=== capture_sequencer ===
--- src/rtl/capture_sequencer.sv ---
// capture_sequencer
//   Runs one capture for the index compressor: arm, pre-trigger holdoff,
//   trigger search, post-trigger fill, done. It gates the compressor's sample
//   strobe, issues the compressor clear, and latches the compressor index at
//   which the trigger sample was taken.
//
// Ports
//   clk, rst_n               clock; asynchronous active-low reset
//   arm, abort, sw_trig      control pulses
//   trig_mask, trig_value    trigger compare (mask bit 1 = compare that bit)
//   pre_len, post_len        holdoff / post-trigger sample counts, sampled at arm / trigger
//   sample, sample_strobe    raw sample stream (same stream the compressor sees)
//   index                    compressor's current index register
//   scan_strobe              gated strobe to the compressor (combinational)
//   scan_clear               one-cycle compressor clear after an accepted arm
//   trig_index, trig_valid   index at the trigger sample, and its validity
//   busy                     capture in progress (HOLDOFF, WAIT_TRIG, POST)
//   done                     one-cycle pulse on entry to DONE
//   state_dbg                current FSM state, for debug/observation
//
// Handshake: sample_strobe is a valid-only qualifier with no backpressure.
// A sample is consumed in the cycle its strobe is high; scan_strobe is the
// same-cycle forward of that strobe and is never delayed or held.
module capture_sequencer #(
    parameter int INDEX_WIDTH = 60,
    parameter int CNT_WIDTH   = 32
) (
    input  logic                   clk,
    input  logic                   rst_n,
    input  logic                   arm,
    input  logic                   abort,
    input  logic                   sw_trig,
    input  logic [15:0]            trig_mask,
    input  logic [15:0]            trig_value,
    input  logic [CNT_WIDTH-1:0]   pre_len,
    input  logic [CNT_WIDTH-1:0]   post_len,
    input  logic [15:0]            sample,
    input  logic                   sample_strobe,
    input  logic [INDEX_WIDTH-1:0] index,
    output logic                   scan_strobe,
    output logic                   scan_clear,
    output logic [INDEX_WIDTH-1:0] trig_index,
    output logic                   trig_valid,
    output logic                   busy,
    output logic                   done,
    output logic [2:0]             state_dbg
);

    typedef enum logic [2:0] {
        S_IDLE      = 3'd0,
        S_HOLDOFF   = 3'd1,
        S_WAIT_TRIG = 3'd2,
        S_POST      = 3'd3,
        S_DONE      = 3'd4
    } state_t;

    localparam logic [CNT_WIDTH-1:0] CNT_ZERO = '0;
    localparam logic [CNT_WIDTH-1:0] CNT_ONE  = CNT_WIDTH'(1);

    state_t                 state, state_d;
    logic [CNT_WIDTH-1:0]   cnt, cnt_d;
    logic                   sw_flag, sw_flag_d;
    logic [INDEX_WIDTH-1:0] trig_index_d;
    logic                   trig_valid_d;
    logic                   scan_clear_d;
    logic                   done_d;

    logic active;
    logic accept;
    logic match;
    logic last_cnt;

    assign active = (state == S_HOLDOFF) || (state == S_WAIT_TRIG) || (state == S_POST);
    // The clear cycle must not pass a strobe: the compressor is being reset then.
    // Such a sample is simply dropped and not counted.
    assign accept    = sample_strobe && active && !abort && !scan_clear;
    assign match     = ((sample ^ trig_value) & trig_mask) == 16'h0000;
    // cnt==0 cannot occur in HOLDOFF/POST; treating it as the last sample keeps
    // the FSM from ever stalling there.
    assign last_cnt  = (cnt == CNT_ONE) || (cnt == CNT_ZERO);

    assign scan_strobe = accept;
    assign busy        = active;
    assign state_dbg   = state;

    always_comb begin
        state_d      = state;
        cnt_d        = cnt;
        sw_flag_d    = sw_flag;
        trig_index_d = trig_index;
        trig_valid_d = trig_valid;
        scan_clear_d = 1'b0;

        if (abort) begin
            // Abort beats arm, sw_trig and any trigger in the same cycle.
            state_d      = S_IDLE;
            trig_valid_d = 1'b0;
            sw_flag_d    = 1'b0;
        end else begin
            unique case (state)
                S_IDLE, S_DONE: begin
                    if (arm) begin
                        cnt_d        = pre_len;
                        trig_valid_d = 1'b0;
                        sw_flag_d    = 1'b0;
                        scan_clear_d = 1'b1;
                        state_d      = (pre_len != CNT_ZERO) ? S_HOLDOFF : S_WAIT_TRIG;
                    end
                end
                S_HOLDOFF: begin
                    // Holdoff samples are never trigger candidates, including the last one.
                    if (accept) begin
                        if (cnt != CNT_ZERO) cnt_d = cnt - CNT_ONE;
                        if (last_cnt) state_d = S_WAIT_TRIG;
                    end
                end
                S_WAIT_TRIG: begin
                    if (accept && (match || sw_flag || sw_trig)) begin
                        // index still holds the value from before this sample.
                        trig_index_d = index;
                        trig_valid_d = 1'b1;
                        sw_flag_d    = 1'b0;
                        cnt_d        = post_len;
                        state_d      = (post_len != CNT_ZERO) ? S_POST : S_DONE;
                    end else if (sw_trig) begin
                        sw_flag_d = 1'b1;
                    end
                end
                S_POST: begin
                    if (accept) begin
                        if (cnt != CNT_ZERO) cnt_d = cnt - CNT_ONE;
                        if (last_cnt) state_d = S_DONE;
                    end
                end
                default: state_d = S_IDLE;
            endcase
        end

        done_d = (state_d == S_DONE) && (state != S_DONE);
    end

    always_ff @(posedge clk or negedge rst_n) begin
        if (!rst_n) begin
            state      <= S_IDLE;
            cnt        <= '0;
            sw_flag    <= 1'b0;
            trig_index <= '0;
            trig_valid <= 1'b0;
            scan_clear <= 1'b0;
            done       <= 1'b0;
        end else begin
            state      <= state_d;
            cnt        <= cnt_d;
            sw_flag    <= sw_flag_d;
            trig_index <= trig_index_d;
            trig_valid <= trig_valid_d;
            scan_clear <= scan_clear_d;
            done       <= done_d;
        end
    end

endmodule

--- config.mk ---
export PLATFORM = sky130hd
export DESIGN_NAME = capture_sequencer
export DESIGN_NICKNAME = d
export VERILOG_FILES = /design/src/rtl/capture_sequencer.sv
export SDC_FILE = /design/constraint.sdc
export NUM_CORES = 1
export LEC_CHECK = 0
export CORE_UTILIZATION = 42
export CTS_CLUSTER_DIAMETER = 80
export CTS_CLUSTER_SIZE = 12
export DETAILED_ROUTE_END_ITERATION = 10
export PLACE_DENSITY = 0.79
export SLEW_MARGIN = 20
export SYNTH_ARGS = -nofsm -noshare
export SYNTH_HDL_FRONTEND = slang
export SYNTH_SLANG_ARGS = --single-unit
--- constraint.sdc ---
create_clock -name clk -period 3.1 [get_ports clk]
set_clock_uncertainty 0.15 [all_clocks]
set_input_delay 0.62 -clock clk [delete_from_list [all_inputs] [get_ports clk]]
set_output_delay 0.62 -clock clk [all_outputs]
set_load 0.1 [all_outputs]
**capture_sequencer: signal wires on met3**

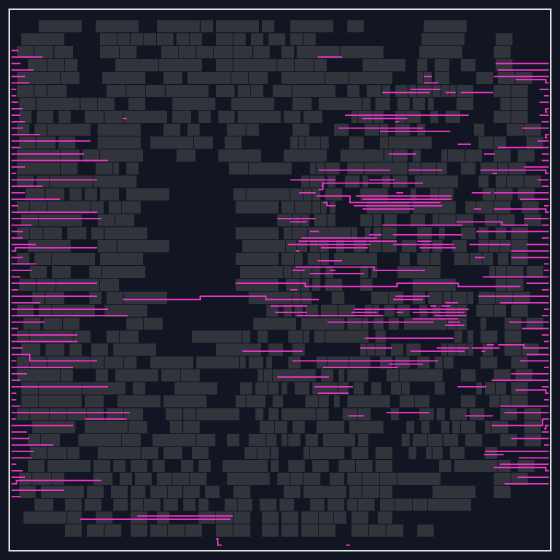
196 nets have wire on it. The layer carries 1,810 um of wire. The longest straight run is 31.3 um.
Routed WL: 17.63 mm
routing usage on met3: 7.014%

**capture_sequencer: clock wires, drivers and flops**

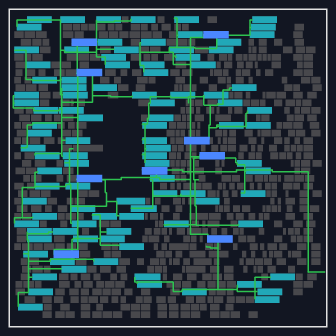
Key: clock wires = green [length 1,230 um]; clock drivers = blue [count 9]; flip-flops = cyan [count 99]
Position of the flops: all over the die.
Clk Latency, worst-skew pair: 0.35 ns
Clk pwr share: 33.1%
P_clk: 1.12 mW

==> results_slide.txt <==
Synthesis and Place & Route Summary

Worst setup path
  – Crit path to: cnt[27]
  – Critical path arrival: 3.06 ns
  – Max stage delay cell, worst path: or4_1
  – Worst Path Class, Setup: reg2reg

Synthesis
  – Main logic family: AND-OR/OR-AND gates
  – Synth Area in Adders: 0.7177%
  – Main flop type: dfrtp_1
  – Yosys Chip Area: 5230 sq um

Status
  – Run status: finished clean

Power
  – Sw Share: 28.14%
  – Leak: 3.506 nW
  – Sequential share of power: 44.4%

Timing
  – Slew Limit Fails: 0

Final layout
  – Proportion of layout cells with a drive suffix above 1: 24.14%
  – ANT cells: 0
  – Inverters: 5
  – Filler cell count: 962
  – Register area: 2484 sq um

Floorplan
  – Initial Utilization: 43.36%

Run
  – Max Cap Viol: 0

Drt
  – Total vias in the final route: 5,169
  – Initial DRC Count: 380

Clocking
  – H-Tree Depth: 3
per-layer routing:
layer | vias to the layer above | GRT usage [%] | part of all wire, %
met5 | - | 0 | 0
met4 | 0 | 12.46 | 2.7
met2 | 317 | 46.63 | 49
met1 | 2461 | 32.74 | 38
met3 | 32 | 7.014 | 10
li1 | 2359 | - | -
sequential cells by signal (all words and copies together) (netlist names):
name	flops
state_dbg	3
trig_valid	1
trig_index	60
sw_flag	1
done	1
cnt	32
scan_clear	1

=== vc_input_buffer ===
**vc_input_buffer: sizing map**

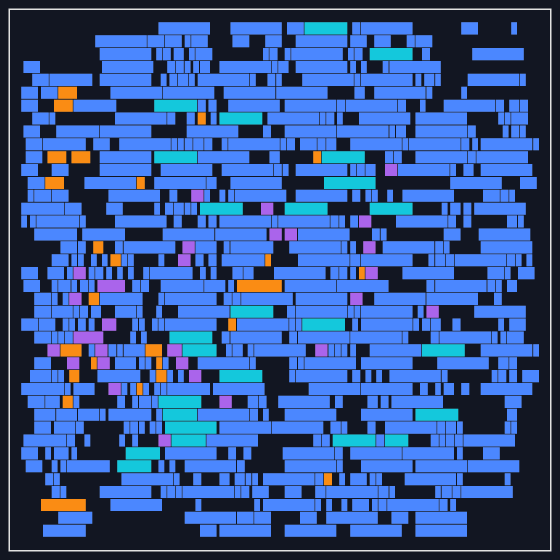
**vc_input_buffer: clock wires, drivers and flops**

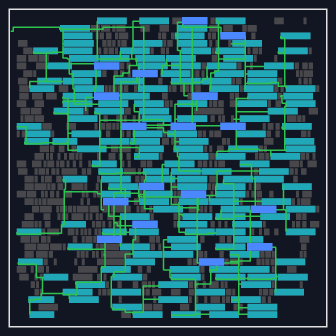
**vc_input_buffer: gate families picked out**

Bar = 20 um.
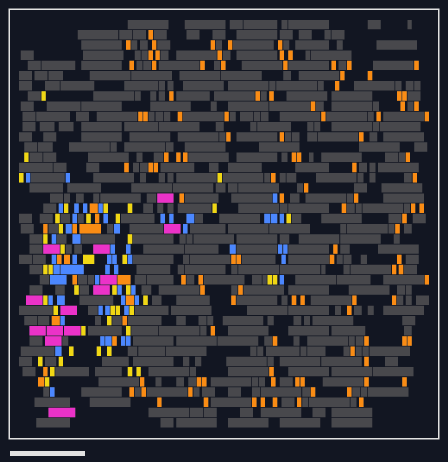
<file path="src/rtl/vc_input_buffer.sv">
// Single virtual-channel input buffer with IDLE/VA/SA pipeline FSM.
// Define VC_INPUT_BUFFER_CREDIT_EN for credit return instead of on/off.
module vc_input_buffer #(
    parameter int BUFFER_SIZE = 8,
    parameter int DATA_WIDTH  = 16,
    parameter int VC_SIZE     = 2,
    parameter int PORT_WIDTH  = 3,
    parameter int ON_OFF_HIGH = BUFFER_SIZE - 2,
    parameter int ON_OFF_LOW  = 2
) (
    input  logic                               clk,
    input  logic                               rst,
    input  logic [1:0]                         label_i,
    input  logic [DATA_WIDTH-1:0]              data_i,
    input  logic                               write_i,
    input  logic                               read_i,
    input  logic [PORT_WIDTH-1:0]              out_port_i,
    input  logic                               vc_valid_i,
    input  logic [VC_SIZE-1:0]                 vc_new_i,
    output logic [1:0]                         label_o,
    output logic [DATA_WIDTH-1:0]              data_o,
    output logic [VC_SIZE-1:0]                 vc_id_o,
    output logic [PORT_WIDTH-1:0]              out_port_o,
    output logic [VC_SIZE-1:0]                 downstream_vc_o,
    output logic [$clog2(BUFFER_SIZE+1)-1:0]   count_o,
    output logic                               is_full_o,
    output logic                               is_empty_o,
    output logic                               on_off_o,
    output logic                               credit_o,
    output logic                               vc_request_o,
    output logic                               switch_request_o,
    output logic                               vc_allocatable_o,
    output logic                               err_o,
    output logic                               err_sticky_o
);

    localparam int PW = (BUFFER_SIZE > 1) ? $clog2(BUFFER_SIZE) : 1;
    localparam int CW = $clog2(BUFFER_SIZE + 1);

    localparam logic [1:0] HEAD     = 2'd0;
    localparam logic [1:0] TAIL     = 2'd2;
    localparam logic [1:0] HEADTAIL = 2'd3;

    typedef enum logic [1:0] {
        IDLE = 2'd0,
        VA   = 2'd1,
        SA   = 2'd2
    } state_t;

    state_t                  state;
    logic                    end_packet;
    logic [PW-1:0]           wr_ptr;
    logic [PW-1:0]           rd_ptr;
    logic [CW-1:0]           cnt_next;
    logic [DATA_WIDTH+1:0]   mem [BUFFER_SIZE];
    logic                    head_in;
    logic                    tail_out;
    logic                    wr_ok;
    logic                    rd_ok;
    logic                    err_next;

    function automatic logic [PW-1:0] wrap_inc(input logic [PW-1:0] p);
        return (p == PW'(BUFFER_SIZE - 1)) ? '0 : p + PW'(1);
    endfunction

    assign is_empty_o       = (count_o == '0);
    assign is_full_o        = (count_o == CW'(BUFFER_SIZE));
    assign {label_o, data_o} = is_empty_o ? '0 : mem[rd_ptr];
    assign vc_id_o          = downstream_vc_o;
    assign vc_request_o     = (state == VA);
    assign switch_request_o = (state == SA) && !is_empty_o;

    assign head_in  = (label_i == HEAD) || (label_i == HEADTAIL);
    assign tail_out = (label_o == TAIL) || (label_o == HEADTAIL);
    assign cnt_next = count_o + CW'(wr_ok) - CW'(rd_ok);

    // Any write or command not accepted here is an error and is dropped.
    always_comb begin
        wr_ok    = 1'b0;
        rd_ok    = 1'b0;
        err_next = 1'b0;
        case (state)
            IDLE: begin
                wr_ok    = write_i && head_in && is_empty_o;
                err_next = (write_i && !wr_ok) || read_i || vc_valid_i;
            end
            VA: begin
                wr_ok    = write_i && !head_in && !end_packet && !is_full_o;
                err_next = (write_i && !wr_ok) || read_i;
            end
            SA: begin
                rd_ok    = read_i && !is_empty_o;
                wr_ok    = write_i && !head_in && !end_packet
                           && (!is_full_o || rd_ok);
                err_next = (write_i && !wr_ok) || (read_i && !rd_ok)
                           || vc_valid_i;
            end
            default: err_next = 1'b1;
        endcase
    end

    always_ff @(posedge clk or posedge rst) begin
        if (rst) begin
            state            <= IDLE;
            end_packet       <= 1'b0;
            out_port_o       <= '0;
            downstream_vc_o  <= '0;
            vc_allocatable_o <= 1'b0;
        end else begin
            vc_allocatable_o <= 1'b0;
            case (state)
                IDLE: if (wr_ok) begin
                    state      <= VA;
                    out_port_o <= out_port_i;
                    end_packet <= (label_i == HEADTAIL);
                end
                VA: begin
                    if (wr_ok && label_i == TAIL) end_packet <= 1'b1;
                    if (vc_valid_i) begin
                        state           <= SA;
                        downstream_vc_o <= vc_new_i;
                    end
                end
                SA: begin
                    if (wr_ok && label_i == TAIL) end_packet <= 1'b1;
                    if (rd_ok && tail_out) begin
                        state            <= IDLE;
                        end_packet       <= 1'b0;
                        vc_allocatable_o <= 1'b1;
                    end
                end
                default: begin
                    state            <= IDLE;
                    end_packet       <= 1'b0;
                    vc_allocatable_o <= 1'b1;
                end
            endcase
        end
    end

    always_ff @(posedge clk or posedge rst) begin
        if (rst) begin
            wr_ptr       <= '0;
            rd_ptr       <= '0;
            count_o      <= '0;
            err_o        <= 1'b0;
            err_sticky_o <= 1'b0;
        end else begin
            if (wr_ok) wr_ptr <= wrap_inc(wr_ptr);
            if (rd_ok) rd_ptr <= wrap_inc(rd_ptr);
            count_o      <= cnt_next;
            err_o        <= err_next;
            err_sticky_o <= err_sticky_o || err_next;
        end
    end

    always_ff @(posedge clk) begin
        if (wr_ok) mem[wr_ptr] <= {label_i, data_i};
    end

`ifdef VC_INPUT_BUFFER_CREDIT_EN
    assign on_off_o = 1'b1;

    always_ff @(posedge clk or posedge rst) begin
        if (rst) credit_o <= 1'b0;
        else     credit_o <= rd_ok;
    end
`else
    assign credit_o = 1'b0;

    // Hysteresis band: hold the flag between the two thresholds.
    always_ff @(posedge clk or posedge rst) begin
        if (rst) begin
            on_off_o <= 1'b1;
        end else if (cnt_next >= CW'(ON_OFF_HIGH)) begin
            on_off_o <= 1'b0;
        end else if (cnt_next <= CW'(ON_OFF_LOW)) begin
            on_off_o <= 1'b1;
        end
    end
`endif

endmodule

</file>
<file path="config.mk">
export PLATFORM = sky130hd
export DESIGN_NAME = vc_input_buffer
export DESIGN_NICKNAME = d
export VERILOG_FILES = /design/src/rtl/vc_input_buffer.sv
export SDC_FILE = /design/constraint.sdc
export NUM_CORES = 1
export LEC_CHECK = 0
export ABC_AREA = 1
export CORE_MARGIN = 2
export CORE_UTILIZATION = 57
export CTS_CLUSTER_SIZE = 25
export DETAILED_ROUTE_END_ITERATION = 8
export HOLD_SLACK_MARGIN = 0.15
export MAX_ROUTING_LAYER = met4
export PLACE_DENSITY_LB_ADDON = 0.12
export SETUP_SLACK_MARGIN = 0.05
export SLEW_MARGIN = 10
export SYNTH_ARGS = -nofsm -noshare
export SYNTH_HDL_FRONTEND = slang
export SYNTH_SLANG_ARGS = --single-unit
</file>
<file path="constraint.sdc">
create_clock -name clk -period 3.65 [get_ports clk]
set_clock_uncertainty 0.1 [all_clocks]
set_input_delay 0.73 -clock clk [delete_from_list [all_inputs] [get_ports clk]]
set_output_delay 0.73 -clock clk [all_outputs]
set_load 0.005 [all_outputs]
</file>
==> results_slide.txt <==
Synthesis and Place & Route Summary

Status
  – Run status: finished clean

Final layout
  – Biggest register: mem
  – Final nets: 695
  – Top Layout Cells: edfxtp_1 (144), nor2_1 (115), o21ai_0 (93)
  – Data buffer area share: 10.76%
  – Register share of the cell area: 57.95%

Drt
  – Antenna Nets Post-Route: 0

Synthesis
  – Top area cell types: edfxtp_1 (63%), dfrtp_1 (7.6%), o21ai_0 (6.7%)
  – Syn avg cell area: 12.00 sq um
  – Synth Area in Adders: 2.465%
  – Floorplan Nets: 616
  – Main flop type: edfxtp_1
  – Sequential area share after synthesis: 70.64%
  – Post-synthesis compound-gate area fraction: 10.57%
  – Mapped cell area: 6903 sq um

Worst hold path
  – WHS Endpoint: err_sticky_o
  – Hold path depth: 2

Placed design
  – Inst Count DP: 782
  – GP Congestion: 0.8931

Floorplan
  – TAP cells: 147

GRT
  – Total GRT Usage: 25.40%
  – Initial antenna violation count: 0
  – First-pass GRT wire length: 23.93 mm

Timing
  – Worst slew margin: 41.44%
  – Hold violation total from the final report: 0
  – Minimum hold slack: 0.3823 ns
  – Unrepaired setup endpoints after global routing: no

Power
  – Total power: 6.396 mW
  – PwrDens: 760.1 nW/um^2
  – Sequential share of power: 36.8%

Worst setup path
  – CP max FO: 28
## Picture notes: 'sizing map' of vc_input_buffer
Key: _2 cells = orange [cells 25]; _0 and _1 cells = blue [cells 589]; _3 and _4 cells = purple [cells 28]; _6 and larger = cyan [cells 25]
fin area: 8416 sq um
Area Growth Syn to Fin: 21.91%
Plain + repair buffers: 91

## Picture notes: 'clock wires, drivers and flops' of vc_input_buffer
Key: clock drivers = blue [count 17]; clock wires = green [length 1,800 um]; flip-flops = cyan [count 166]
There are 18 routed clock nets. Position of the flops: all over the die.
Clk Latency, worst-skew pair: 0.41 ns
P_clk: 1.71 mW
Clk pwr share: 26.8%

## Picture notes: 'gate families picked out' of vc_input_buffer
Key: inv cells = yellow [cells 43]; fa/ha/maj cells = magenta [cells 13]; nand cells = blue [cells 54]; nor cells = orange [cells 122, where all over the die]
non-filler instance count after layout: 814
Top cell excl fill/tap: edfxtp_1
Comb area share: 20.43%

==> cells by family (layout without fill, tap and decap cells) <==
logic type                 after synthesis  after routing
other                                    1              1
buffers and inverters                   74            166
AOI/OAI and AO/OA                      136            136
xor gates and xnor gates                 2              2
and+or+nand+nor                        178            178
muxes                                    5              5
DFF                                    166            166
adders and majority gates               13             13
==> critical path, stage by stage, from the launching register on <==
cell             delay [ns]
dfrtp_2                0.56
buf_4                  0.35
o21ai_0                0.15
o22ai_1                0.20
o21ai_0                0.10
a31oi_1                0.18
clkdlybuf4s50_1        0.53

=== apb_master_flat ===
**apb_master_flat: signal wires on met3**

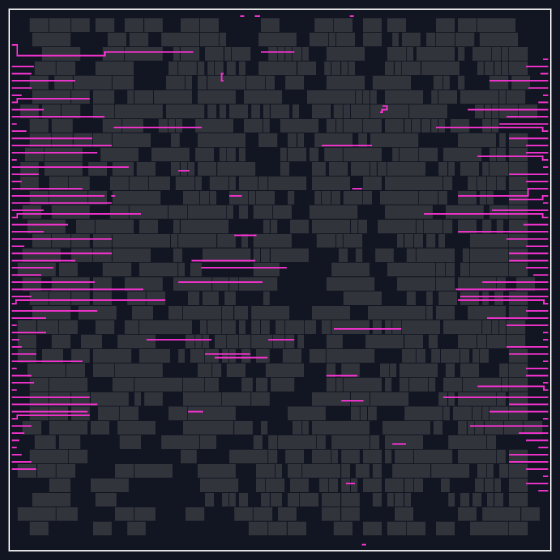
**apb_master_flat: track usage over the die**

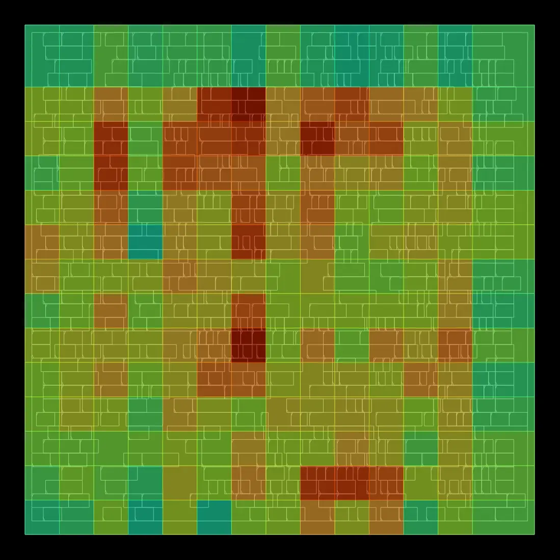
[config.mk]
export PLATFORM = sky130hd
export DESIGN_NAME = apb_master_flat
export DESIGN_NICKNAME = d
export VERILOG_FILES = /design/src/rtl/apb_master_if.sv /design/src/rtl/apb_master.sv /design/src/flat_wrapper.sv
export SDC_FILE = /design/constraint.sdc
export NUM_CORES = 1
export LEC_CHECK = 0
export CAP_MARGIN = 20
export CORE_UTILIZATION = 42
export CTS_CLUSTER_DIAMETER = 50
export DETAILED_ROUTE_END_ITERATION = 6
export PLACE_DENSITY_LB_ADDON = 0.08
export SYNTH_ARGS = -nofsm -noshare
export SYNTH_HDL_FRONTEND = slang
export SYNTH_SLANG_ARGS = --single-unit
export TNS_END_PERCENT = 1
[constraint.sdc]
create_clock -name PCLK -period 5.2 [get_ports PCLK]
set_input_delay 0.52 -clock PCLK [delete_from_list [all_inputs] [get_ports PCLK]]
set_output_delay 0.52 -clock PCLK [all_outputs]
set_load 0.02 [all_outputs]
[src/rtl/apb_master_if.sv]
// Command, response and APB signal bundle for apb_master.
// The master modport is the requester's view; the slave modport is the bus/agent view.
interface apb_master_if #(
    parameter int unsigned PDATA_SIZE = 32
);
    logic                      cmd_valid;
    logic                      cmd_ready;
    logic                      cmd_write;
    logic [PDATA_SIZE-1:0]     cmd_addr;
    logic [PDATA_SIZE-1:0]     cmd_wdata;
    logic [PDATA_SIZE/8-1:0]   cmd_strb;
    logic [2:0]                cmd_prot;

    logic                      rsp_valid;
    logic                      rsp_ready;
    logic [PDATA_SIZE-1:0]     rsp_rdata;
    logic                      rsp_slverr;
    logic                      rsp_timeout;

    logic                      PSEL;
    logic                      PENABLE;
    logic                      PWRITE;
    logic [2:0]                PPROT;
    logic [PDATA_SIZE/8-1:0]   PSTRB;
    logic [PDATA_SIZE-1:0]     PADDR;
    logic [PDATA_SIZE-1:0]     PWDATA;
    logic [PDATA_SIZE-1:0]     PRDATA;
    logic                      PREADY;
    logic                      PSLVERR;

    modport master (
        input  cmd_valid, cmd_write, cmd_addr, cmd_wdata, cmd_strb, cmd_prot,
        output cmd_ready,
        output rsp_valid, rsp_rdata, rsp_slverr, rsp_timeout,
        input  rsp_ready,
        output PSEL, PENABLE, PWRITE, PPROT, PSTRB, PADDR, PWDATA,
        input  PRDATA, PREADY, PSLVERR
    );

    modport slave (
        output cmd_valid, cmd_write, cmd_addr, cmd_wdata, cmd_strb, cmd_prot,
        input  cmd_ready,
        input  rsp_valid, rsp_rdata, rsp_slverr, rsp_timeout,
        output rsp_ready,
        input  PSEL, PENABLE, PWRITE, PPROT, PSTRB, PADDR, PWDATA,
        output PRDATA, PREADY, PSLVERR
    );
endinterface

[src/rtl/apb_master.sv]
// APB3/APB4 requester: one command at a time through SETUP/ACCESS with a bounded
// PREADY wait, result returned through a single-entry response slot.
module apb_master #(
    parameter int unsigned PDATA_SIZE     = 32,
    parameter int unsigned TIMEOUT_CYCLES = 16
) (
    input  logic          PCLK,
    input  logic          PRESET,
    apb_master_if.master  bus
);
    localparam int unsigned StrbWidth = PDATA_SIZE / 8;
    localparam int unsigned CntWidth  = (TIMEOUT_CYCLES > 0) ? $clog2(TIMEOUT_CYCLES + 1) : 1;
    localparam logic [CntWidth-1:0] CntLimit = CntWidth'(TIMEOUT_CYCLES);

    typedef enum logic [1:0] {StIdle, StSetup, StAccess} state_e;

    state_e                  state_q, state_d;
    logic                    psel_q, psel_d;
    logic                    penable_q, penable_d;
    logic                    pwrite_q, pwrite_d;
    logic [2:0]              pprot_q, pprot_d;
    logic [StrbWidth-1:0]    pstrb_q, pstrb_d;
    logic [PDATA_SIZE-1:0]   paddr_q, paddr_d;
    logic [PDATA_SIZE-1:0]   pwdata_q, pwdata_d;
    logic [CntWidth-1:0]     cnt_q, cnt_d;
    logic                    rsp_valid_q, rsp_valid_d;
    logic [PDATA_SIZE-1:0]   rsp_rdata_q, rsp_rdata_d;
    logic                    rsp_slverr_q, rsp_slverr_d;
    logic                    rsp_timeout_q, rsp_timeout_d;

    logic                    cmd_ready;
    logic [CntWidth-1:0]     cnt_inc;
    logic                    timeout_hit;

    // The slot must be empty or draining this cycle before a new transfer may start.
    assign cmd_ready   = !PRESET && (state_q == StIdle) && (!rsp_valid_q || bus.rsp_ready);
    assign cnt_inc     = (&cnt_q) ? cnt_q : cnt_q + CntWidth'(1);
    assign timeout_hit = (TIMEOUT_CYCLES != 0) && (cnt_inc == CntLimit);

    always_comb begin
        state_d       = state_q;
        psel_d        = psel_q;
        penable_d     = penable_q;
        pwrite_d      = pwrite_q;
        pprot_d       = pprot_q;
        pstrb_d       = pstrb_q;
        paddr_d       = paddr_q;
        pwdata_d      = pwdata_q;
        cnt_d         = cnt_q;
        rsp_valid_d   = rsp_valid_q;
        rsp_rdata_d   = rsp_rdata_q;
        rsp_slverr_d  = rsp_slverr_q;
        rsp_timeout_d = rsp_timeout_q;

        if (rsp_valid_q && bus.rsp_ready) begin
            rsp_valid_d = 1'b0;
        end

        unique case (state_q)
            StIdle: begin
                if (bus.cmd_valid && cmd_ready) begin
                    state_d   = StSetup;
                    psel_d    = 1'b1;
                    penable_d = 1'b0;
                    pwrite_d  = bus.cmd_write;
                    pprot_d   = bus.cmd_prot;
                    paddr_d   = bus.cmd_addr;
                    pstrb_d   = bus.cmd_write ? bus.cmd_strb : '0;
                    pwdata_d  = bus.cmd_write ? bus.cmd_wdata : '0;
                    cnt_d     = '0;
                end
            end
            StSetup: begin
                state_d   = StAccess;
                penable_d = 1'b1;
            end
            StAccess: begin
                if (bus.PREADY) begin
                    state_d       = StIdle;
                    psel_d        = 1'b0;
                    penable_d     = 1'b0;
                    rsp_valid_d   = 1'b1;
                    rsp_rdata_d   = pwrite_q ? '0 : bus.PRDATA;
                    rsp_slverr_d  = bus.PSLVERR;
                    rsp_timeout_d = 1'b0;
                end else if (timeout_hit) begin
                    state_d       = StIdle;
                    psel_d        = 1'b0;
                    penable_d     = 1'b0;
                    rsp_valid_d   = 1'b1;
                    rsp_rdata_d   = '0;
                    rsp_slverr_d  = 1'b1;
                    rsp_timeout_d = 1'b1;
                    cnt_d         = cnt_inc;
                end else begin
                    cnt_d = cnt_inc;
                end
            end
            default: state_d = StIdle;
        endcase
    end

    always_ff @(posedge PCLK) begin
        if (PRESET) begin
            state_q       <= StIdle;
            psel_q        <= 1'b0;
            penable_q     <= 1'b0;
            pwrite_q      <= 1'b0;
            pprot_q       <= '0;
            pstrb_q       <= '0;
            paddr_q       <= '0;
            pwdata_q      <= '0;
            cnt_q         <= '0;
            rsp_valid_q   <= 1'b0;
            rsp_rdata_q   <= '0;
            rsp_slverr_q  <= 1'b0;
            rsp_timeout_q <= 1'b0;
        end else begin
            state_q       <= state_d;
            psel_q        <= psel_d;
            penable_q     <= penable_d;
            pwrite_q      <= pwrite_d;
            pprot_q       <= pprot_d;
            pstrb_q       <= pstrb_d;
            paddr_q       <= paddr_d;
            pwdata_q      <= pwdata_d;
            cnt_q         <= cnt_d;
            rsp_valid_q   <= rsp_valid_d;
            rsp_rdata_q   <= rsp_rdata_d;
            rsp_slverr_q  <= rsp_slverr_d;
            rsp_timeout_q <= rsp_timeout_d;
        end
    end

    assign bus.cmd_ready   = cmd_ready;
    assign bus.rsp_valid   = rsp_valid_q;
    assign bus.rsp_rdata   = rsp_rdata_q;
    assign bus.rsp_slverr  = rsp_slverr_q;
    assign bus.rsp_timeout = rsp_timeout_q;
    assign bus.PSEL        = psel_q;
    assign bus.PENABLE     = penable_q;
    assign bus.PWRITE      = pwrite_q;
    assign bus.PPROT       = pprot_q;
    assign bus.PSTRB       = pstrb_q;
    assign bus.PADDR       = paddr_q;
    assign bus.PWDATA      = pwdata_q;
endmodule

[src/flat_wrapper.sv]
// flat-port wrapper written by rule: the top's interface ports become plain ports
module apb_master_flat 
#(
    parameter int unsigned PDATA_SIZE     = 32,
    parameter int unsigned TIMEOUT_CYCLES = 16
)
  (PCLK, PRESET, bus_cmd_valid, bus_cmd_write, bus_cmd_addr, bus_cmd_wdata, bus_cmd_strb, bus_cmd_prot, bus_cmd_ready, bus_rsp_valid, bus_rsp_rdata, bus_rsp_slverr, bus_rsp_timeout, bus_rsp_ready, bus_PSEL, bus_PENABLE, bus_PWRITE, bus_PPROT, bus_PSTRB, bus_PADDR, bus_PWDATA, bus_PRDATA, bus_PREADY, bus_PSLVERR);
  apb_master_if #(.PDATA_SIZE(PDATA_SIZE)) bus_i ();
  input  logic PCLK;
  input  logic PRESET;
  input wire logic [$bits(bus_i.cmd_valid)-1:0] bus_cmd_valid;
  input wire logic [$bits(bus_i.cmd_write)-1:0] bus_cmd_write;
  input wire logic [$bits(bus_i.cmd_addr)-1:0] bus_cmd_addr;
  input wire logic [$bits(bus_i.cmd_wdata)-1:0] bus_cmd_wdata;
  input wire logic [$bits(bus_i.cmd_strb)-1:0] bus_cmd_strb;
  input wire logic [$bits(bus_i.cmd_prot)-1:0] bus_cmd_prot;
  output wire logic [$bits(bus_i.cmd_ready)-1:0] bus_cmd_ready;
  output wire logic [$bits(bus_i.rsp_valid)-1:0] bus_rsp_valid;
  output wire logic [$bits(bus_i.rsp_rdata)-1:0] bus_rsp_rdata;
  output wire logic [$bits(bus_i.rsp_slverr)-1:0] bus_rsp_slverr;
  output wire logic [$bits(bus_i.rsp_timeout)-1:0] bus_rsp_timeout;
  input wire logic [$bits(bus_i.rsp_ready)-1:0] bus_rsp_ready;
  output wire logic [$bits(bus_i.PSEL)-1:0] bus_PSEL;
  output wire logic [$bits(bus_i.PENABLE)-1:0] bus_PENABLE;
  output wire logic [$bits(bus_i.PWRITE)-1:0] bus_PWRITE;
  output wire logic [$bits(bus_i.PPROT)-1:0] bus_PPROT;
  output wire logic [$bits(bus_i.PSTRB)-1:0] bus_PSTRB;
  output wire logic [$bits(bus_i.PADDR)-1:0] bus_PADDR;
  output wire logic [$bits(bus_i.PWDATA)-1:0] bus_PWDATA;
  input wire logic [$bits(bus_i.PRDATA)-1:0] bus_PRDATA;
  input wire logic [$bits(bus_i.PREADY)-1:0] bus_PREADY;
  input wire logic [$bits(bus_i.PSLVERR)-1:0] bus_PSLVERR;
  assign bus_i.cmd_valid = bus_cmd_valid;
  assign bus_i.cmd_write = bus_cmd_write;
  assign bus_i.cmd_addr = bus_cmd_addr;
  assign bus_i.cmd_wdata = bus_cmd_wdata;
  assign bus_i.cmd_strb = bus_cmd_strb;
  assign bus_i.cmd_prot = bus_cmd_prot;
  assign bus_cmd_ready = bus_i.cmd_ready;
  assign bus_rsp_valid = bus_i.rsp_valid;
  assign bus_rsp_rdata = bus_i.rsp_rdata;
  assign bus_rsp_slverr = bus_i.rsp_slverr;
  assign bus_rsp_timeout = bus_i.rsp_timeout;
  assign bus_i.rsp_ready = bus_rsp_ready;
  assign bus_PSEL = bus_i.PSEL;
  assign bus_PENABLE = bus_i.PENABLE;
  assign bus_PWRITE = bus_i.PWRITE;
  assign bus_PPROT = bus_i.PPROT;
  assign bus_PSTRB = bus_i.PSTRB;
  assign bus_PADDR = bus_i.PADDR;
  assign bus_PWDATA = bus_i.PWDATA;
  assign bus_i.PRDATA = bus_PRDATA;
  assign bus_i.PREADY = bus_PREADY;
  assign bus_i.PSLVERR = bus_PSLVERR;
  apb_master #(.PDATA_SIZE(PDATA_SIZE), .TIMEOUT_CYCLES(TIMEOUT_CYCLES)) u_core (.PCLK(PCLK), .PRESET(PRESET), .bus(bus_i));
endmodule
==> results_slide.txt <==
Synthesis and Place & Route Summary

Worst hold path
  – Min-delay worst type: in2reg

Worst setup path
  – Reg2reg path depth: 5
  – CP max FO: 5
  – R2r setup slk: 2.76 ns
  – Worst Path Class, Setup: reg2out
  – Required @ worst endpoint: 4.68 ns

Run
  – Max Cap Viol: 0
  – OpenROAD warning count: 26

Synthesis
  – Synth Area in Adders: 0.2971%
  – Xor/xnor share: 0.2080%
  – Main logic family: AND-OR/OR-AND gates
  – Synth cell count leaders: dfxtp_1 (116), nand2_1 (112), a21oi_1 (76), nand3_1 (37), a32o_2 (29)
  – Post-synthesis compound-gate area fraction: 20.41%
  – Cells in synth_stat.txt: 459
  – Syn avg cell area: 9.175 sq um
  – Most common cell in the netlist: dfxtp_1

Timing
  – Endpoints failing setup: 0
  – Final worst-path cycle share: 48.38%

GRT
  – Vias in the first global route: 3,889
  – GR Layer Usage met2: 38.00%
  – Initial antenna violation count: 0
  – First-pass GRT wire length: 18.70 mm

Floorplan
  – Die X: 102.1 um
  – Io pins: 220

Drt
  – DR top layer: met4
  – Initial DRC Count: 130
  – Wire length on met2: 5.968 mm

Power
  – P_clk: 1.18 mW
  – Clk pwr share: 49.5%

Placed design
  – DP Worst Slack: 2.634 ns

Clocking
  – Clk Latency, worst-skew pair: 0.50 ns

Status
  – Run status: finished clean
About 'signal wires on met3' of apb_master_flat:
The longest straight run is 28.1 um. The layer carries 1,140 um of wire. The layer holds 9.3% of the routed length. 134 nets have wire on it.
total vias in the final route: 4,115
routing usage on met3: 11.01%
Routed WL: 12.33 mm

About 'track usage over the die' of apb_master_flat:
WL/cell: 15.21 um
Final Util: 72.72%
Total GRT Usage: 23.35%

[cells in the final DEF (no fill, tap or decap), types with 5 or more instances in the layout]
cell type        netlist  final
nand3_1               37     36
nor2b_1                5      5
clkdlybuf4s50_1        0    218
nand2_1              112    112
a32o_2                29     29
a21oi_1               76     76
clkbuf_16              0     16
dfxtp_1              116    116
[critical path, stage by stage, from the launching register on]
cell and delay (ns):
dfxtp_1 0.35, nor3_1 0.37, and2_1 0.19, clkdlybuf4s50_1 0.59

=== serial_add_ctrl ===
<file path="config.mk">
export PLATFORM = sky130hd
export DESIGN_NAME = serial_add_ctrl
export DESIGN_NICKNAME = d
export VERILOG_FILES = /design/src/rtl/serial_add_ctrl.sv
export SDC_FILE = /design/constraint.sdc
export NUM_CORES = 1
export LEC_CHECK = 0
export CORE_MARGIN = 4
export CORE_UTILIZATION = 43
export DETAILED_ROUTE_END_ITERATION = 8
export PLACE_DENSITY = 0.74
export RECOVER_POWER = 25
export SYNTH_ARGS = -nofsm -noshare
export SYNTH_HDL_FRONTEND = slang
export SYNTH_SLANG_ARGS = --single-unit
</file>
<file path="constraint.sdc">
create_clock -name i_clk -period 1.45 [get_ports i_clk]
set_clock_uncertainty 0.15 [all_clocks]
set_input_delay 0.29 -clock i_clk [delete_from_list [all_inputs] [get_ports i_clk]]
set_output_delay 0.29 -clock i_clk [all_outputs]
set_load 0.02 [all_outputs]
</file>
<file path="src/rtl/serial_add_ctrl.sv">
// serial_add_ctrl: bit-serial adder/subtractor, one full-adder cell sequenced LSB first over WIDTH cycles
module serial_add_ctrl #(
    parameter int WIDTH = 8
) (
    input  logic             i_clk,
    input  logic             i_rst_b,
    input  logic             i_in_valid,
    output logic             o_in_ready,
    input  logic [WIDTH-1:0] i_a,
    input  logic [WIDTH-1:0] i_b,
    input  logic             i_cin,
    input  logic             i_sub,
    output logic             o_busy,
    output logic             o_out_valid,
    input  logic             i_out_ready,
    output logic [WIDTH-1:0] o_sum,
    output logic             o_cout,
    output logic             o_ovf
);
    localparam int CW = $clog2(WIDTH);

    typedef enum logic [1:0] {IDLE, RUN, HOLD} state_t;

    state_t           r_state, w_next;
    logic [WIDTH-1:0] r_a, r_b, r_sum;
    logic [CW-1:0]    r_cnt;
    logic             r_c, r_cout, r_ovf;
    logic             w_s, w_co, w_last, w_accept;

    assign w_s      = r_a[0] ^ r_b[0] ^ r_c;
    assign w_co     = (r_a[0] & r_b[0]) | (r_a[0] & r_c) | (r_b[0] & r_c);
    assign w_last   = r_cnt == CW'(WIDTH - 1);
    assign w_accept = i_in_valid && r_state == IDLE;

    assign o_in_ready  = r_state == IDLE;
    assign o_busy      = r_state == RUN;
    assign o_out_valid = r_state == HOLD;
    assign o_sum       = r_sum;
    assign o_cout      = r_cout;
    assign o_ovf       = r_ovf;

    // state register
    always_ff @(posedge i_clk) begin
        if (!i_rst_b) r_state <= IDLE;
        else          r_state <= w_next;
    end

    // next-state: accept, run WIDTH bits, hold until consumed
    always_comb begin
        w_next = r_state;
        if (r_state == IDLE && i_in_valid)  w_next = RUN;
        if (r_state == RUN && w_last)       w_next = HOLD;
        if (r_state == HOLD && i_out_ready) w_next = IDLE;
    end

    // datapath: operand latch on accept, one bit per cycle in RUN
    always_ff @(posedge i_clk) begin
        if (!i_rst_b) begin
            r_a    <= '0;
            r_b    <= '0;
            r_sum  <= '0;
            r_cnt  <= '0;
            r_c    <= 1'b0;
            r_cout <= 1'b0;
            r_ovf  <= 1'b0;
        end else if (w_accept) begin
            r_a   <= i_a;
            r_b   <= i_sub ? ~i_b : i_b;
            r_c   <= i_sub | i_cin;
            r_cnt <= '0;
        end else if (r_state == RUN) begin
            r_a   <= r_a >> 1;
            r_b   <= r_b >> 1;
            r_sum <= {w_s, r_sum[WIDTH-1:1]};
            r_c   <= w_co;
            r_cnt <= r_cnt + 1'b1;
            if (w_last) begin
                // old carry flop is the carry into the MSB
                r_cout <= w_co;
                r_ovf  <= r_c ^ w_co;
            end
        end
    end
endmodule

</file>
**serial_add_ctrl: signal wires on met3**

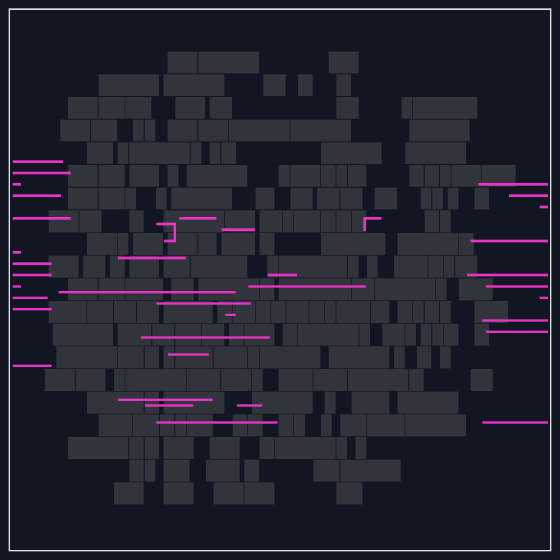
The longest straight run is 20.9 um. The layer carries 237 um of wire. 33 nets have wire on it. The wires run mostly horizontal.
Routed WL: 3.460 mm
routing usage on met3: 4.506%

**serial_add_ctrl: track usage over the die**

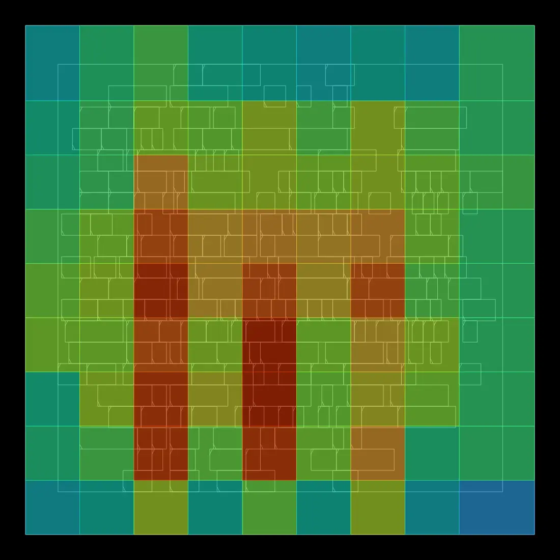
WL/cell: 13.62 um
GR Layer Usage met1: 19.46%
GR Layer Usage met2: 31.67%

==> results_slide.txt <==
Synthesis and Place & Route Summary

Run
  – Max Cap Viol: 0
  – OpenROAD warning count: 28

Clocking
  – H-Tree Depth: 2
  – Clk Latency, worst-skew pair: 0.32 ns
  – Clk buf depth: 2

Drt
  – Met3 wire len: 236 um
  – Remaining DRCs: 0
  – Wire length on met2: 1.798 mm
  – Initial DRC Count: 61

Status
  – Run status: complete, but fails checks
  – Failing checks: negative setup slack

Synthesis
  – Synth Area in Adders: 3.249%
  – Mux frac, synth: 0.7220%
  – Post-synthesis compound-gate area fraction: 20.40%
  – Number of enable flip-flop cells: 0
  – Largest type area fraction: 46.21%
  – Syn avg cell area: 8.558 sq um

Worst setup path
  – CP Buf/Inv Count: 2
  – Worst Path Class, Setup: reg2reg
  – CP cell instances: buf_6 -> buf_6 -> o21bai_4 -> and2_4 -> a221o_1
  – Crit path to: r_b[2]

Final layout
  – Multi-In Gates: 116
  – Final Util: 64.63%
  – Logic area: 765.7 sq um
  – Final nets: 235
  – Data buffer area share: 23.33%
  – Dominant class by area: logic gates

GRT
  – Total GRT Usage: 17.51%
  – Total grt overflow: 0
  – First-pass GRT wire length: 5.720 mm
  – Initial antenna violation count: 0

Timing
  – Hold violation total from the final report: 0
  – Endpoints failing setup: 17
  – Worst slew margin: 74.78%
  – Minimum hold slack: 0.3079 ns
  – Setup ws final: -0.06463 ns
  – Worst-Margin Slew: 0.3783 ns

Floorplan
  – # rows: 20

Power
  – Sequential share of power: 55.0%
[registers in the layout, summed over array words and instances, names as in the netlist]
register	flops
o_sum	8
r_a	8
r_b	8
r_cnt	3
r_state	2
o_cout	1
o_ovf	1
r_c	1
[power groups by stage]
stage | registers (mW) | clock network, mW | logic, mW
floorplan | 0.969 | 0 | 0.159
global placement | 0.972 | 0 | 0.272
detailed placement | 0.975 | 0 | 0.282
CTS | 0.958 | 0.465 | 0.310
global route | 0.963 | 0.507 | 0.353
finish | 0.958 | 0.460 | 0.325

=== ex_stage ===
**ex_stage: track usage over the die**

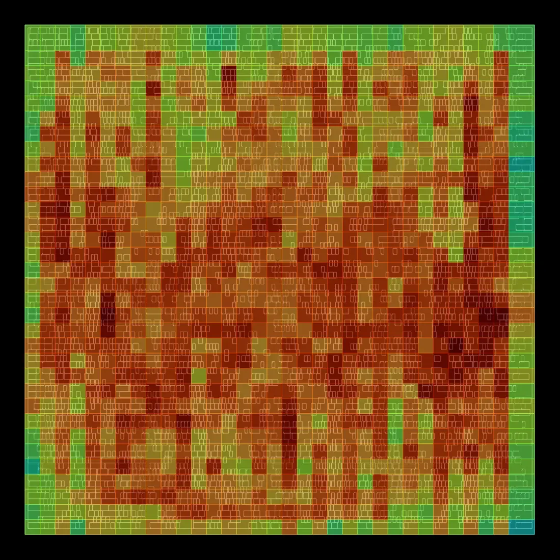
**ex_stage: clock wires, drivers and flops**

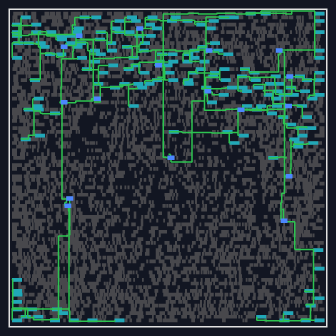
<file path="src/rtl/ex_stage.sv">
// Execute stage: operand/destination select, W-bit ALU, branch resolve and an
// iterative shift-add multiplier behind a stall-able EX/MEM register.
module ex_stage #(
    parameter int W  = 32,
    parameter int RW = 5,
    parameter int SW = $clog2(W)
) (
    input  logic          clk,
    input  logic          reset,
    input  logic          flush,
    input  logic          in_valid,
    output logic          in_ready,
    input  logic [3:0]    op,
    input  logic [W-1:0]  a,
    input  logic [W-1:0]  b,
    input  logic [W-1:0]  imm,
    input  logic [W-1:0]  pc_plus4,
    input  logic          alu_src,
    input  logic          reg_dst,
    input  logic [RW-1:0] rt,
    input  logic [RW-1:0] rd,
    output logic          out_valid,
    input  logic          out_ready,
    output logic [W-1:0]  result,
    output logic          reg_write,
    output logic [RW-1:0] dest_reg,
    output logic          branch_taken,
    output logic [W-1:0]  branch_target
);
    localparam int CW = $clog2(W) + 1;
    localparam logic [CW-1:0] CNT_ONE  = CW'(1);
    localparam logic [CW-1:0] CNT_FULL = CW'(W);

    localparam logic [3:0] OP_ADD = 4'd0;
    localparam logic [3:0] OP_SUB = 4'd1;
    localparam logic [3:0] OP_AND = 4'd2;
    localparam logic [3:0] OP_OR  = 4'd3;
    localparam logic [3:0] OP_XOR = 4'd4;
    localparam logic [3:0] OP_SLT = 4'd5;
    localparam logic [3:0] OP_SLL = 4'd6;
    localparam logic [3:0] OP_SRL = 4'd7;
    localparam logic [3:0] OP_SRA = 4'd8;
    localparam logic [3:0] OP_BEQ = 4'd9;
    localparam logic [3:0] OP_BNE = 4'd10;
    localparam logic [3:0] OP_MUL = 4'd11;

    typedef enum logic [1:0] {
        IDLE = 2'd0,
        BUSY = 2'd1,
        DONE = 2'd2
    } state_t;

    state_t        state;
    logic [CW-1:0] count;
    logic [W-1:0]  mcand;
    logic [W-1:0]  mplier;
    logic [W-1:0]  acc;
    logic [RW-1:0] mul_dest;

    logic [W-1:0]  opb;
    logic [RW-1:0] dest_sel;
    logic [W-1:0]  alu_res;
    logic          alu_we;
    logic          alu_dest_en;
    logic          br_taken;
    logic [W-1:0]  target;
    logic [SW-1:0] shamt;
    logic          free;
    logic          accept;

    assign free     = !out_valid || out_ready;
    assign in_ready = (state == IDLE) && free && !flush;
    assign accept   = in_valid && in_ready;
    assign shamt    = a[SW-1:0];
    assign target   = pc_plus4 + {imm[W-3:0], 2'b00};

    // Operand selection and single-cycle ALU / branch compare.
    always_comb begin
        opb         = alu_src ? imm : b;
        dest_sel    = reg_dst ? rd : rt;
        alu_res     = {W{1'b0}};
        alu_we      = 1'b0;
        alu_dest_en = 1'b0;
        br_taken    = 1'b0;
        case (op)
            OP_ADD: begin alu_res = a + opb;       alu_we = 1'b1; alu_dest_en = 1'b1; end
            OP_SUB: begin alu_res = a - opb;       alu_we = 1'b1; alu_dest_en = 1'b1; end
            OP_AND: begin alu_res = a & opb;       alu_we = 1'b1; alu_dest_en = 1'b1; end
            OP_OR:  begin alu_res = a | opb;       alu_we = 1'b1; alu_dest_en = 1'b1; end
            OP_XOR: begin alu_res = a ^ opb;       alu_we = 1'b1; alu_dest_en = 1'b1; end
            OP_SLT: begin
                alu_res     = {{(W-1){1'b0}}, ($signed(a) < $signed(opb))};
                alu_we      = 1'b1;
                alu_dest_en = 1'b1;
            end
            OP_SLL: begin alu_res = opb << shamt;  alu_we = 1'b1; alu_dest_en = 1'b1; end
            OP_SRL: begin alu_res = opb >> shamt;  alu_we = 1'b1; alu_dest_en = 1'b1; end
            OP_SRA: begin
                alu_res     = W'($signed(opb) >>> shamt);
                alu_we      = 1'b1;
                alu_dest_en = 1'b1;
            end
            // Branches compare against the raw rt value, never the immediate.
            OP_BEQ: br_taken = (a == b);
            OP_BNE: br_taken = (a != b);
            default: br_taken = 1'b0;
        endcase
    end

    // Multiplier FSM and EX/MEM output register.
    always_ff @(posedge clk) begin
        if (reset) begin
            state         <= IDLE;
            count         <= {CW{1'b0}};
            mcand         <= {W{1'b0}};
            mplier        <= {W{1'b0}};
            acc           <= {W{1'b0}};
            mul_dest      <= {RW{1'b0}};
            out_valid     <= 1'b0;
            result        <= {W{1'b0}};
            reg_write     <= 1'b0;
            dest_reg      <= {RW{1'b0}};
            branch_taken  <= 1'b0;
            branch_target <= {W{1'b0}};
        end else if (flush) begin
            state        <= IDLE;
            count        <= {CW{1'b0}};
            out_valid    <= 1'b0;
            reg_write    <= 1'b0;
            branch_taken <= 1'b0;
        end else begin
            case (state)
                IDLE: begin
                    if (accept && op == OP_MUL) begin
                        mcand    <= a;
                        mplier   <= opb;
                        acc      <= {W{1'b0}};
                        mul_dest <= dest_sel;
                        count    <= CNT_FULL;
                        state    <= BUSY;
                    end else begin
                        state <= IDLE;
                    end
                end
                BUSY: begin
                    if (mplier[0]) begin
                        acc <= acc + mcand;
                    end else begin
                        acc <= acc;
                    end
                    mcand  <= mcand << 1;
                    mplier <= mplier >> 1;
                    count  <= count - CNT_ONE;
                    if (count == CNT_ONE) begin
                        state <= DONE;
                    end else begin
                        state <= BUSY;
                    end
                end
                DONE: begin
                    if (free) begin
                        state <= IDLE;
                    end else begin
                        state <= DONE;
                    end
                end
                default: state <= IDLE;
            endcase

            if (accept && op != OP_MUL) begin
                out_valid     <= 1'b1;
                result        <= alu_res;
                reg_write     <= alu_we;
                dest_reg      <= alu_dest_en ? dest_sel : {RW{1'b0}};
                branch_taken  <= br_taken;
                branch_target <= target;
            end else if (state == DONE && free) begin
                out_valid     <= 1'b1;
                result        <= acc;
                reg_write     <= 1'b1;
                dest_reg      <= mul_dest;
                branch_taken  <= 1'b0;
                branch_target <= {W{1'b0}};
            end else if (out_ready) begin
                out_valid <= 1'b0;
            end else begin
                out_valid <= out_valid;
            end
        end
    end
endmodule

</file>
<file path="config.mk">
export PLATFORM = sky130hd
export DESIGN_NAME = ex_stage
export DESIGN_NICKNAME = d
export VERILOG_FILES = /design/src/rtl/ex_stage.sv
export SDC_FILE = /design/constraint.sdc
export NUM_CORES = 1
export LEC_CHECK = 0
export ABC_AREA = 1
export CORE_UTILIZATION = 40
export CTS_BUF_LIST = sky130_fd_sc_hd__clkbuf_8
export DETAILED_ROUTE_END_ITERATION = 16
export SYNTH_ARGS = -nofsm -noshare
export SYNTH_HDL_FRONTEND = slang
export SYNTH_SLANG_ARGS = --single-unit
export TNS_END_PERCENT = 20
</file>
<file path="constraint.sdc">
create_clock -name clk -period 3.18 [get_ports clk]
set_clock_uncertainty 0.05 [all_clocks]
set_input_delay 0.318 -clock clk [delete_from_list [all_inputs] [get_ports clk]]
set_output_delay 0.318 -clock clk [all_outputs]
set_load 0.02 [all_outputs]
</file>
==> results_slide.txt <==
Synthesis and Place & Route Summary

Final layout
  – Proportion of layout cells with a drive suffix above 1: 14.85%
  – Data buffer area share: 23.29%
  – Filler cell count: 5,663

Worst hold path
  – Hold Startpoint: reset

Synthesis
  – Basic Gates by Area: 41.12%
  – Mapped cell area: 21,250 sq um

Timing
  – Worst slew margin: 25.65%
  – Hold violation total from the final report: 0

Clocking
  – Clk sink count: 181
  – Clk buf depth: 2

Status
  – Run status: finished clean

Placed design
  – Dpl cell area: 28,030 sq um

Worst setup path
  – Crit path max-delay family: AND-OR/OR-AND gates
  – Worst Path Class, Setup: in2reg

Floorplan
  – Die Y: 232.5 um
## Picture notes: 'track usage over the die' of ex_stage
Final Util: 54.27%
GR Layer Usage met2: 66.37%
routing usage on met3: 9.461%

## Picture notes: 'clock wires, drivers and flops' of ex_stage
Key: flip-flops = cyan [count 181]; clock drivers = blue [count 17]; clock wires = green [length 3,060 um]
Position of the flops: all over the die. There are 18 routed clock nets.
P_clk: 1.71 mW
Clk Latency, worst-skew pair: 0.56 ns
Clk pwr share: 20.5%

## layer usage
metal	up-vias	wire length, um	GRT usage [%]
li1	13890	-	-
met1	13230	49770	56.93
met2	1625	50450	66.37
met3	285	12300	9.461
met4	4	7173	23.82
met5	-	129	0
## where the power goes
group          switching [mW]  leakage [nW]  internal [mW]  total (mW)
logic                    2.59          12.7           1.66        4.26
registers              0.0470          1.47           2.33        2.38
clock network            1.05         0.195          0.658        1.71
total                    3.69          14.4           4.65        8.34


==> gallery <==
Sizing map.
picture 1
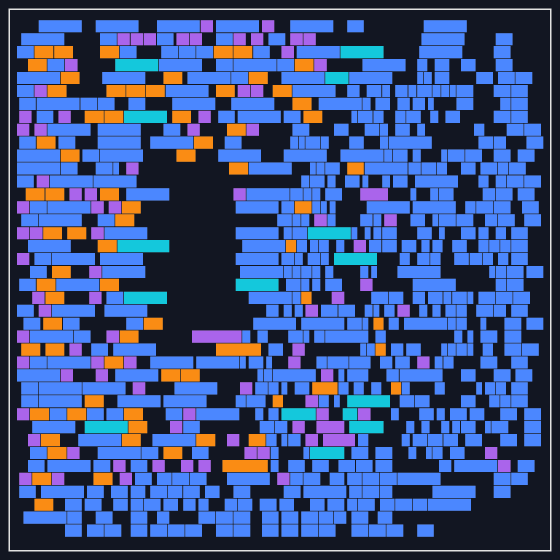
picture 2
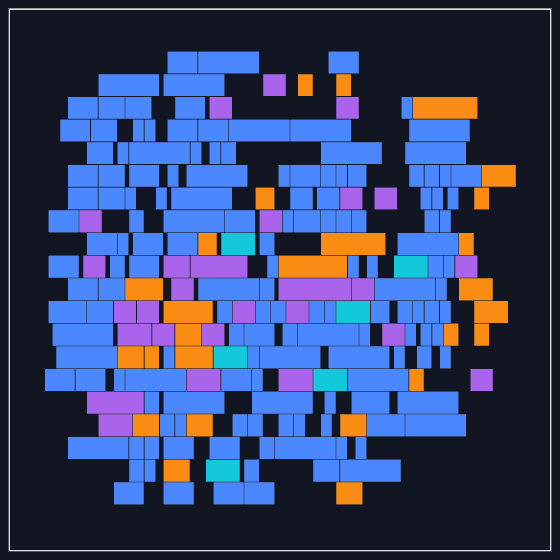
picture 3
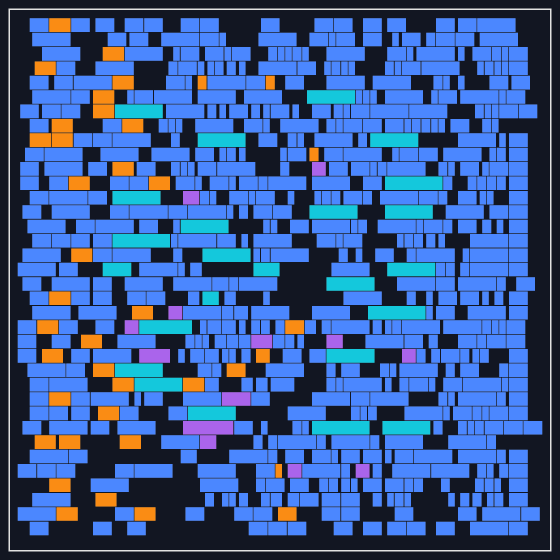
picture 4
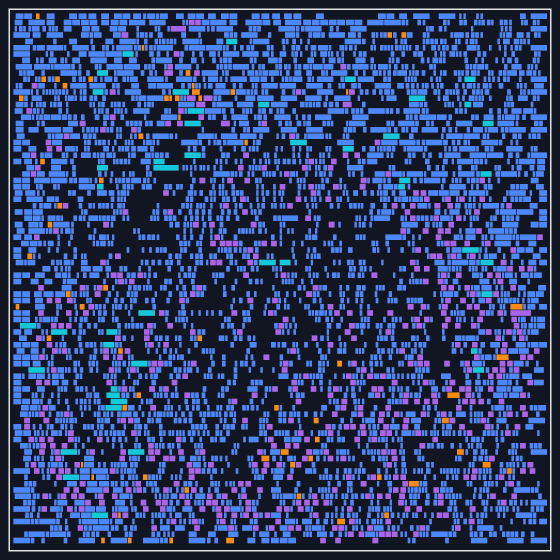
- ex_stage = picture 4
- serial_add_ctrl = picture 2
- capture_sequencer = picture 1
- apb_master_flat = picture 3
- most cells: picture 4
- fewest cells: picture 2

Key to picture 1:
Key: _3 and _4 cells = purple [cells 88]; _2 cells = orange [cells 72]; _6 and larger = cyan [cells 15]; _0 and _1 cells = blue [cells 550]

No activity file was given, so power comes from the tool's default toggle rates.
